==================== design 1
Figure 1. Supply network (design 1).
Pins as bars on the die edge.
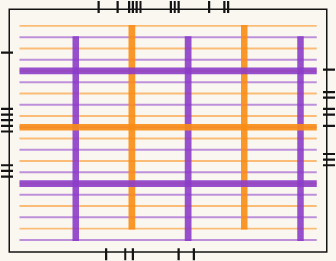
Figure 2. Placement by cell class (design 1).
The bar under the picture is 20 um long.
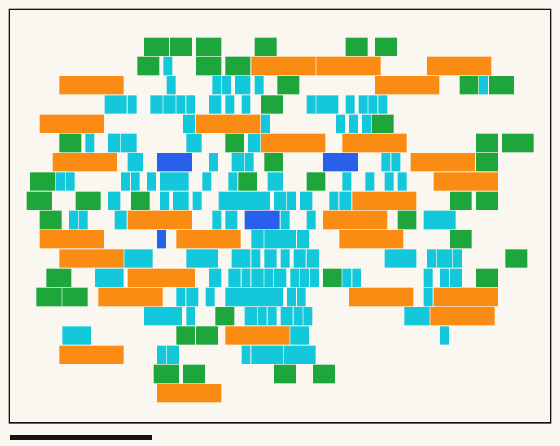
`src/rtl/mult_pkg.sv`:
```
// Shared types and constants for the sequential shift-and-add multiplier.
package mult_pkg;

  typedef enum logic [1:0] {
    IDLE = 2'd0,
    RUN  = 2'd1,
    DONE = 2'd2
  } state_t;

  localparam int WIDTH_DEF = 4;

  // Bits needed to hold an iteration count from 0 to w inclusive.
  function automatic int cnt_w(input int w);
    return $clog2(w + 1);
  endfunction

endpackage

```
`src/rtl/mult_step.sv`:
```
// One shift-and-add iteration: conditional add of M into A, then shift {A,Q} right.
module mult_step #(
  parameter int WIDTH = 4
) (
  input  logic [WIDTH:0]   a_i,
  input  logic [WIDTH-1:0] q_i,
  input  logic [WIDTH-1:0] m_i,
  output logic [WIDTH:0]   a_o,
  output logic [WIDTH-1:0] q_o
);

  logic [WIDTH:0] sum_s;

  // Add when the multiplier LSB is set; the carry lands in A's MSB before the shift.
  always_comb begin
    sum_s = a_i;
    if (q_i[0]) begin
      sum_s = a_i + {1'b0, m_i};
    end else begin
      sum_s = a_i;
    end
    a_o = {1'b0, sum_s[WIDTH:1]};
    q_o = {sum_s[0], q_i[WIDTH-1:1]};
  end

endmodule

```
`src/rtl/seq_multiplier.sv`:
```
// Sequential unsigned multiplier, free-running or single-stepped, with live display state.
module seq_multiplier
  import mult_pkg::*;
#(
  parameter int WIDTH = WIDTH_DEF
) (
  input  logic                        clk,
  input  logic                        reset,
  input  logic                        start,
  input  logic [WIDTH-1:0]            mcand,
  input  logic [WIDTH-1:0]            mplier,
  input  logic                        step_en,
  input  logic                        step,
  output logic                        busy,
  output logic                        done,
  output logic                        led,
  output logic [cnt_w(WIDTH)-1:0]     count,
  output logic [2*WIDTH-1:0]          disp_num,
  output logic [2*WIDTH-1:0]          product
);

  localparam int CW = cnt_w(WIDTH);

  state_t               state_q;
  logic [WIDTH-1:0]     m_q;
  logic [WIDTH:0]       a_q;
  logic [WIDTH-1:0]     q_q;
  logic [CW-1:0]        count_q;
  logic                 busy_q;
  logic                 done_q;
  logic                 led_q;
  logic [2*WIDTH-1:0]   disp_q;
  logic [2*WIDTH-1:0]   product_q;

  logic [WIDTH:0]       a_d;
  logic [WIDTH-1:0]     q_d;
  logic [CW-1:0]        count_d;
  logic                 iter_en_s;

  mult_step #(.WIDTH(WIDTH)) u_step (
    .a_i (a_q),
    .q_i (q_q),
    .m_i (m_q),
    .a_o (a_d),
    .q_o (q_d)
  );

  // Iteration gating and the incremented count.
  always_comb begin
    iter_en_s = (!step_en) || step;
    count_d   = count_q + CW'(1);
  end

  // FSM with datapath and registered outputs.
  always_ff @(posedge clk or posedge reset) begin
    if (reset) begin
      state_q   <= IDLE;
      m_q       <= '0;
      a_q       <= '0;
      q_q       <= '0;
      count_q   <= '0;
      busy_q    <= 1'b0;
      done_q    <= 1'b0;
      led_q     <= 1'b0;
      disp_q    <= '0;
      product_q <= '0;
    end else begin
      done_q <= 1'b0;
      case (state_q)
        IDLE, DONE: begin
          // A simultaneous step pulse is deliberately dropped: the load wins.
          if (start) begin
            m_q     <= mcand;
            a_q     <= '0;
            q_q     <= mplier;
            count_q <= '0;
            disp_q  <= {{WIDTH{1'b0}}, mplier};
            busy_q  <= 1'b1;
            led_q   <= 1'b0;
            state_q <= RUN;
          end
        end
        RUN: begin
          if (iter_en_s) begin
            a_q     <= a_d;
            q_q     <= q_d;
            count_q <= count_d;
            disp_q  <= {a_d[WIDTH-1:0], q_d};
            if (count_d == CW'(WIDTH)) begin
              product_q <= {a_d[WIDTH-1:0], q_d};
              done_q    <= 1'b1;
              busy_q    <= 1'b0;
              led_q     <= 1'b1;
              state_q   <= DONE;
            end
          end
        end
        default: begin
          state_q <= IDLE;
          busy_q  <= 1'b0;
          led_q   <= 1'b0;
        end
      endcase
    end
  end

  assign busy     = busy_q;
  assign done     = done_q;
  assign led      = led_q;
  assign count    = count_q;
  assign disp_num = disp_q;
  assign product  = product_q;

endmodule

```
`config.mk`:
```
export PLATFORM = sky130hd
export DESIGN_NAME = seq_multiplier
export DESIGN_NICKNAME = d
export VERILOG_FILES = /design/src/rtl/mult_pkg.sv /design/src/rtl/mult_step.sv /design/src/rtl/seq_multiplier.sv
export SDC_FILE = /design/constraint.sdc
export NUM_CORES = 1
export LEC_CHECK = 0
export ABC_AREA = 1
export CAP_MARGIN = 20
export CORE_ASPECT_RATIO = 0.75
export CORE_MARGIN = 2
export CORE_UTILIZATION = 35
export DETAILED_ROUTE_END_ITERATION = 7
export HOLD_SLACK_MARGIN = 0.1
export SLEW_MARGIN = 20
export SYNTH_ARGS = -nofsm -noshare
export SYNTH_HDL_FRONTEND = slang
export SYNTH_SLANG_ARGS = --single-unit
export TNS_END_PERCENT = 10
```
`constraint.sdc`:
```
create_clock -name clk -period 1.6 [get_ports clk]
set_input_delay 0.32 -clock clk [delete_from_list [all_inputs] [get_ports clk]]
set_output_delay 0.32 -clock clk [all_outputs]
set_load 0.03 [all_outputs]
```
==> results.tsv <==
stage	metric	value	unit
clocking	CTS max path bufs	2	
logic_synthesis	Post-synth regs	27	
critical_path	Setup CP Type	reg2reg	
die	Die ar.	4444	sq um
timing	Min Hold Slack	0.4117	ns
layout	Largest register FFs	8	
grt	vias in the first global route	1110	
status	status	completed	
die	core box area	3709	sq um
timing	RSZ-0062 raised after global routing	yes	
pwr	Seq pwr share	30.9	%
logic_synthesis	Avg Cell Area, Syn	8.799	sq um
logic_synthesis	Async SR Flop Fraction	100.0	%
logic_synthesis	top area contributor share	49.23	%
clocking	CTS tree	done	
placement	Place WS	0.03102	ns
critical_path	Crit-path slowest cell	fa_2	
logic_synthesis	Simple Share, Synth	23.34	%
critical_path	family with the most delay on the worst path	adder cells	
grt	largest net degree at the start of global routing	28	
grt	initial antenna violation count	0	
logic_synthesis	comb area leader	simple AND/OR/NAND/NOR gates	
detailed_routing	routed wire length	3.017	mm
layout	area grow syn2layout	34.37	%
logic_synthesis	number of enable flip-flop cells	0	
timing	Final Setup Violations	0	
logic_synthesis	main area contributors	dfrtp_1, nand2_1, ha_1	
clocking	H-tree depth	1	
logic_synthesis	ys flop type	dfrtp_1	
logic_synthesis	Multiplexer share	2.461	%
## Picture notes: Figure 1
[orange] VDD
[purple] VSS
met4 straps: 5
met5 straps: 3
met1 rails: 20
rows: 19
width of the die: 76.31 um
worst vdd ir: 0.001059 V

## Picture notes: Figure 2
[green] other buffers and delay cells | cells: 44
[orange] flops | cells: 27
[cyan] all other logic | cells: 123
[blue] clock drivers and dummy loads | cells: 4
Rows: 19
Seq/total area: 36.70%

[cells by family after synthesis]
logic type | after synthesis
compound gates | 22
fa+ha+maj | 7
mux | 3
buf+inv | 26
flops | 27
simple gates | 71
[cell usage after synthesis, types with 2 or more instances]
cell type  instances
a21oi_1            3
ha_1               6
o21ai_1            2
dfrtp_1           27
buf_4              4
mux2_2             3
nand3_1           11
nor2_1             5
o21ai_0           11
o21ai_2            2
nand2_1           48
inv_1             17
a31oi_1            2
inv_2              2
[through the flow]
step | power [mW] | TNS [ns] | cell area (sq um) | instances
5_1_grt | 4.210 | -0.007467 | 1844 | 250
4_1_cts | 3.858 | 0 | 1828 | 250
2_1_floorplan | 2.771 | 0 | 1374 | 156
3_5_place_dp | 3.637 | 0 | 1809 | 246
6_report | 3.864 | 0 | 1844 | 250
3_3_place_gp | 3.595 | 0 | 1809 | 246
[final cells by class]
class,instances,area [sq um],area share (%)
flip-flops and latches,27,676.9,36.70
multi-input cells,103,585.6,31.75
repair buffers,44,391.6,21.23
inverters,20,80.08,4.342
well taps,52,65.06,3.528
clock buffers,4,45.04,2.442

==================== design 2
Figure 3. Supply network (design 2).
Pins as bars on the die edge.
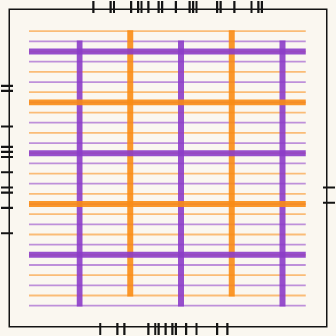
Figure 4. Placement by cell class (design 2).
The bar under the picture is 20 um long.
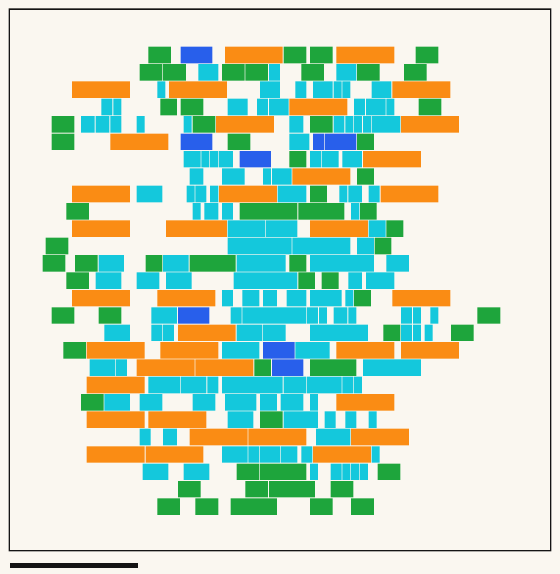
$ cat src/rtl/lot_pkg.sv
// Shared types and constants for the lottery ticket transmitter.
package lot_pkg;

    typedef enum logic [2:0] {
        StIdle,
        StDigit,
        StGap,
        StFim,
        StCap,
        StEnd,
        StAbort
    } state_e;

    localparam int unsigned NUM_DIGITS = 5;
    localparam int unsigned BCD_MAX    = 9;

    localparam logic [1:0] PRM_NONE = 2'b00;
    localparam logic [1:0] PRM_1    = 2'b01;
    localparam logic [1:0] PRM_2    = 2'b10;

    // Digit 0 is the most significant nibble, sent first.
    function automatic logic [3:0] digit_at(logic [19:0] t, logic [2:0] i);
        logic [19:0] sh;
        sh = t >> (4 * (NUM_DIGITS - 1 - 32'(i)));
        return sh[3:0];
    endfunction

endpackage

$ cat src/rtl/lot_ticket_tx_if.sv
// Handshake and checker-side signals of the lottery ticket transmitter.
interface lot_ticket_tx_if;
    logic        start;
    logic [19:0] ticket;
    logic [1:0]  premio_in;
    logic        ready;
    logic [3:0]  num;
    logic        insere;
    logic        fim;
    logic        fim_jogo;
    logic        done;
    logic        err;
    logic [1:0]  result;
    logic [7:0]  games;

    modport master (
        output start, ticket, premio_in,
        input  ready, num, insere, fim, fim_jogo, done, err, result, games
    );

    modport slave (
        input  start, ticket, premio_in,
        output ready, num, insere, fim, fim_jogo, done, err, result, games
    );
endinterface

$ cat src/rtl/lot_bcd_check.sv
// Flags a 5-digit ticket that contains any nibble above the BCD range.
module lot_bcd_check
    import lot_pkg::*;
(
    input  logic [19:0] ticket_i,
    output logic        invalid_o
);
    always_comb begin
        invalid_o = 1'b0;
        for (int k = 0; k < int'(NUM_DIGITS); k++) begin
            if (32'(ticket_i[4*k +: 4]) > BCD_MAX) begin
                invalid_o = 1'b1;
            end
        end
    end
endmodule

$ cat src/rtl/lot_ticket_tx.sv
// Sends a latched 5-digit BCD ticket to the checker and records the prize.
// Optional LOT_TX_GAP_EN inserts an idle cycle after each of the first four digits.
module lot_ticket_tx
    import lot_pkg::*;
(
    input logic            clk,
    input logic            reset,
    lot_ticket_tx_if.slave bus
);
    state_e      state_q, state_d;
    logic [2:0]  idx_q, idx_d;
    logic [19:0] ticket_q, ticket_d;
    logic        err_q, err_d;
    logic [1:0]  result_q, result_d;
    logic [7:0]  games_q, games_d;
    logic        accept, invalid;
    logic        ready, insere, fim, fim_jogo, done;
    logic [3:0]  num;

    assign accept   = (state_q == StIdle) && bus.start;
    assign ticket_d = accept ? bus.ticket : ticket_q;

    // Checks the value being latched so the abort decision is made in the accept cycle.
    lot_bcd_check u_bcd_check (
        .ticket_i  (ticket_d),
        .invalid_o (invalid)
    );

    always_comb begin
        state_d  = state_q;
        idx_d    = idx_q;
        err_d    = err_q;
        result_d = result_q;
        games_d  = games_q;
        ready    = 1'b0;
        num      = 4'd0;
        insere   = 1'b0;
        fim      = 1'b0;
        fim_jogo = 1'b0;
        done     = 1'b0;
        unique case (state_q)
            StIdle: begin
                ready = 1'b1;
                if (accept) begin
                    idx_d   = 3'd0;
                    err_d   = invalid;
                    state_d = invalid ? StAbort : StDigit;
                end
            end
            StDigit: begin
                num    = digit_at(ticket_q, idx_q);
                insere = 1'b1;
                idx_d  = idx_q + 3'd1;
                if (idx_q == 3'(NUM_DIGITS - 1)) begin
                    state_d = StFim;
                end else begin
`ifdef LOT_TX_GAP_EN
                    state_d = StGap;
`else
                    state_d = StDigit;
`endif
                end
            end
            StGap: begin
                // Index already advanced; keep showing the digit just sent.
                num     = digit_at(ticket_q, 3'(idx_q - 3'd1));
                state_d = StDigit;
            end
            StFim: begin
                fim     = 1'b1;
                state_d = StCap;
            end
            StCap: begin
                result_d = (bus.premio_in == PRM_1 || bus.premio_in == PRM_2) ?
                           bus.premio_in : PRM_NONE;
                state_d  = StEnd;
            end
            StEnd: begin
                fim_jogo = 1'b1;
                done     = 1'b1;
                games_d  = games_q + 8'd1;
                state_d  = StIdle;
            end
            StAbort: begin
                fim_jogo = 1'b1;
                done     = 1'b1;
                state_d  = StIdle;
            end
            default: state_d = StIdle;
        endcase
    end

    always_ff @(posedge clk or posedge reset) begin
        if (reset) begin
            state_q  <= StIdle;
            idx_q    <= 3'd0;
            ticket_q <= 20'd0;
            err_q    <= 1'b0;
            result_q <= PRM_NONE;
            games_q  <= 8'd0;
        end else begin
            state_q  <= state_d;
            idx_q    <= idx_d;
            ticket_q <= ticket_d;
            err_q    <= err_d;
            result_q <= result_d;
            games_q  <= games_d;
        end
    end

    assign bus.ready    = ready;
    assign bus.num      = num;
    assign bus.insere   = insere;
    assign bus.fim      = fim;
    assign bus.fim_jogo = fim_jogo;
    assign bus.done     = done;
    assign bus.err      = err_q;
    assign bus.result   = result_q;
    assign bus.games    = games_q;
endmodule

$ cat src/flat_wrapper.sv
// flat-port wrapper written by rule: the top's interface ports become plain ports
module lot_ticket_tx_flat import lot_pkg::*;
  (clk, reset, bus_start, bus_ticket, bus_premio_in, bus_ready, bus_num, bus_insere, bus_fim, bus_fim_jogo, bus_done, bus_err, bus_result, bus_games);
  lot_ticket_tx_if bus_i ();
  input logic clk;
  input logic reset;
  input wire logic [$bits(bus_i.start)-1:0] bus_start;
  input wire logic [$bits(bus_i.ticket)-1:0] bus_ticket;
  input wire logic [$bits(bus_i.premio_in)-1:0] bus_premio_in;
  output wire logic [$bits(bus_i.ready)-1:0] bus_ready;
  output wire logic [$bits(bus_i.num)-1:0] bus_num;
  output wire logic [$bits(bus_i.insere)-1:0] bus_insere;
  output wire logic [$bits(bus_i.fim)-1:0] bus_fim;
  output wire logic [$bits(bus_i.fim_jogo)-1:0] bus_fim_jogo;
  output wire logic [$bits(bus_i.done)-1:0] bus_done;
  output wire logic [$bits(bus_i.err)-1:0] bus_err;
  output wire logic [$bits(bus_i.result)-1:0] bus_result;
  output wire logic [$bits(bus_i.games)-1:0] bus_games;
  assign bus_i.start = bus_start;
  assign bus_i.ticket = bus_ticket;
  assign bus_i.premio_in = bus_premio_in;
  assign bus_ready = bus_i.ready;
  assign bus_num = bus_i.num;
  assign bus_insere = bus_i.insere;
  assign bus_fim = bus_i.fim;
  assign bus_fim_jogo = bus_i.fim_jogo;
  assign bus_done = bus_i.done;
  assign bus_err = bus_i.err;
  assign bus_result = bus_i.result;
  assign bus_games = bus_i.games;
  lot_ticket_tx u_core (.clk(clk), .reset(reset), .bus(bus_i));
endmodule
$ cat config.mk
export PLATFORM = sky130hd
export DESIGN_NAME = lot_ticket_tx_flat
export DESIGN_NICKNAME = d
export VERILOG_FILES = /design/src/rtl/lot_pkg.sv /design/src/rtl/lot_ticket_tx_if.sv /design/src/rtl/lot_bcd_check.sv /design/src/rtl/lot_ticket_tx.sv /design/src/flat_wrapper.sv
export SDC_FILE = /design/constraint.sdc
export NUM_CORES = 1
export LEC_CHECK = 0
export ABC_CLOCK_PERIOD_IN_PS = 2850
export CAP_MARGIN = 20
export CORE_MARGIN = 5
export CORE_UTILIZATION = 35
export CTS_BUF_LIST = sky130_fd_sc_hd__clkbuf_4 sky130_fd_sc_hd__clkbuf_8 sky130_fd_sc_hd__clkbuf_16
export CTS_CLUSTER_DIAMETER = 60
export DETAILED_ROUTE_END_ITERATION = 6
export PLACE_DENSITY = 0.71
export SLEW_MARGIN = 40
export SYNTH_ARGS = -nofsm -noshare
export SYNTH_HDL_FRONTEND = slang
export SYNTH_HIERARCHICAL = 1
export SYNTH_SLANG_ARGS = --single-unit
$ cat constraint.sdc
create_clock -name clk -period 2.85 [get_ports clk]
set_input_delay 0.57 -clock clk [delete_from_list [all_inputs] [get_ports clk]]
set_output_delay 0.57 -clock clk [all_outputs]
set_load 0.05 [all_outputs]
==> results.tsv <==
stage	metric	value	unit
status	status	finished with violations	
status	failing checks	setup timing	
detailed_routing	Vias	1537	
timing	clk_skew	0.005312	ns
detailed_routing	drt first pass iters	4	
logic_synthesis	post-synthesis instance area	1946	sq um
detailed_routing	Final ANT Viol Nets	0	
grt	Total GRT Usage	13.36	%
critical_path	required time worst endpoint	2.28	ns
clocking	cts bufs inserted	5	
grt	met1 Track Usage GR	17.18	%
placement	PortBufs	44	
logic_synthesis	Avg Cell Area, Syn	10.63	sq um
grt	largest net degree at the start of global routing	38	
layout	logic area	1116	sq um
clocking	post-cts gate resize count	22	
layout	nets@finish	271	
critical_path	crit path DAT	2.42	ns
detailed_routing	DRT met1 WL	2.124	mm
placement	DP HPWL	3.291	mm
layout	Seq cells	37	
layout	Top cell excl fill/tap	clkdlybuf4s50_1	
detailed_routing	post-DR vias/cell	4.895	
pwr	Net Sw Frac	44.58	%
timing	RSZ-0062 raised after global routing	yes	
detailed_routing	routed wl met3	192	um
critical_path	CP endpoint kind	output port	
layout	Layout non-clock buf frac	22.14	%
layout	clock network share of area	3.462	%
layout	Sequential Area	927.1	sq um
logic_synthesis	Gate Count Post-Synth	183	
die	tap cell count	72	
logic_synthesis	post-synth cell types	40	
placement	placed cells	297	
pwr	clock power share	10.2	%
die	I/O Pins	45	
logic_synthesis	cell type with the largest total area	dfrtp_1	
timing	Slew Viols, Final	0	
timing	worst setup margin	-0.1382	ns
worst_hold_path	worst hold stages	1	
clocking	Post-CTS Setup Bufs	3	
logic_synthesis	yosys aoi share	11.77	%
timing	Final Setup Violations	3	
layout	Non-Filler Instances	314	
About Figure 3:
[purple] VSS
[orange] VDD
met1 rails: 28
met5 straps: 5
core box area: 5439 sq um
width of the die: 84.56 um

About Figure 4:
[cyan] all other logic | cells: 136
[blue] clock drivers and dummy loads | cells: 8
[green] other buffers and delay cells | cells: 61
[orange] flops | cells: 37
post-layout util: 53.83%
Seq/total area: 31.67%
Rows: 27
Final Instance Area: 2928 sq um

## power by group through the flow
stage                     clock (mW)  combinational, mW  sequential [mW]
final                          0.402               2.57            0.960
after global routing           0.432               2.73            0.996
after CTS                      0.418               2.25            0.941
after detailed placement           0               2.04            0.937
after global placement             0               2.01            0.924
after floorplan                    0               1.25             1.04
## worst paths after layout
kind / start / end / slack (ns)
worst max register to register: u_core/state_q[0] / u_core/state_q[1] / 0.26
min in group asynchronous: reset / u_core/bus.games[7] / 0.69
worst max-delay path: u_core/idx_q[1] / bus_num[3] / -0.14
max in group asynchronous: reset / u_core/state_q[2] / 1.80
worst min-delay path: u_core/bus.games[7] / u_core/bus.games[7] / 0.47
worst min register to register: u_core/bus.games[7] / u_core/bus.games[7] / 0.47
## registers in the layout, indices dropped and copies added (netlist names)
name	flops
u_core/state_q	3
u_core/bus.games	8
u_core/bus.result	2
u_core/bus.err	1
u_core/idx_q	3
u_core/ticket_q	20
## critical path, delay by kind of cell, from the launching register on
kind	cells	cell delay (ns)
AOI/OAI and AO/OA	2	0.57
adders and majority gates	1	0.20
muxes	1	0.11
buffers and inverters	2	0.26
and+or+nand+nor	1	0.58
DFF	1	0.40


## Gallery

Signal wires by layer.
Only two layers are drawn.
image #1
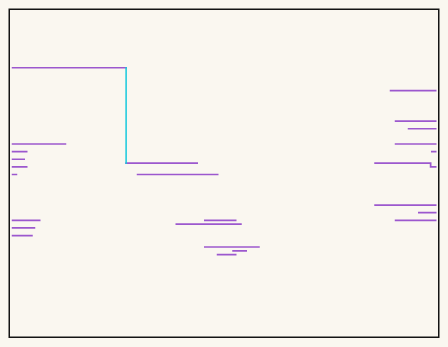
image #2
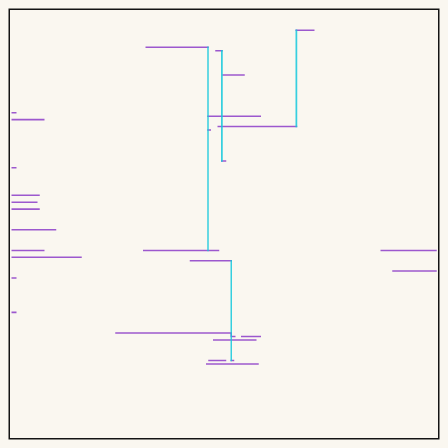
- most wire: image #2
For design 2, see image #2.
For design 1, see image #1.

Key to image #2:
[purple] met3 | wire length: 192 um
[cyan] met4 | wire length: 101 um

Power is estimated from default activity; no workload was simulated.
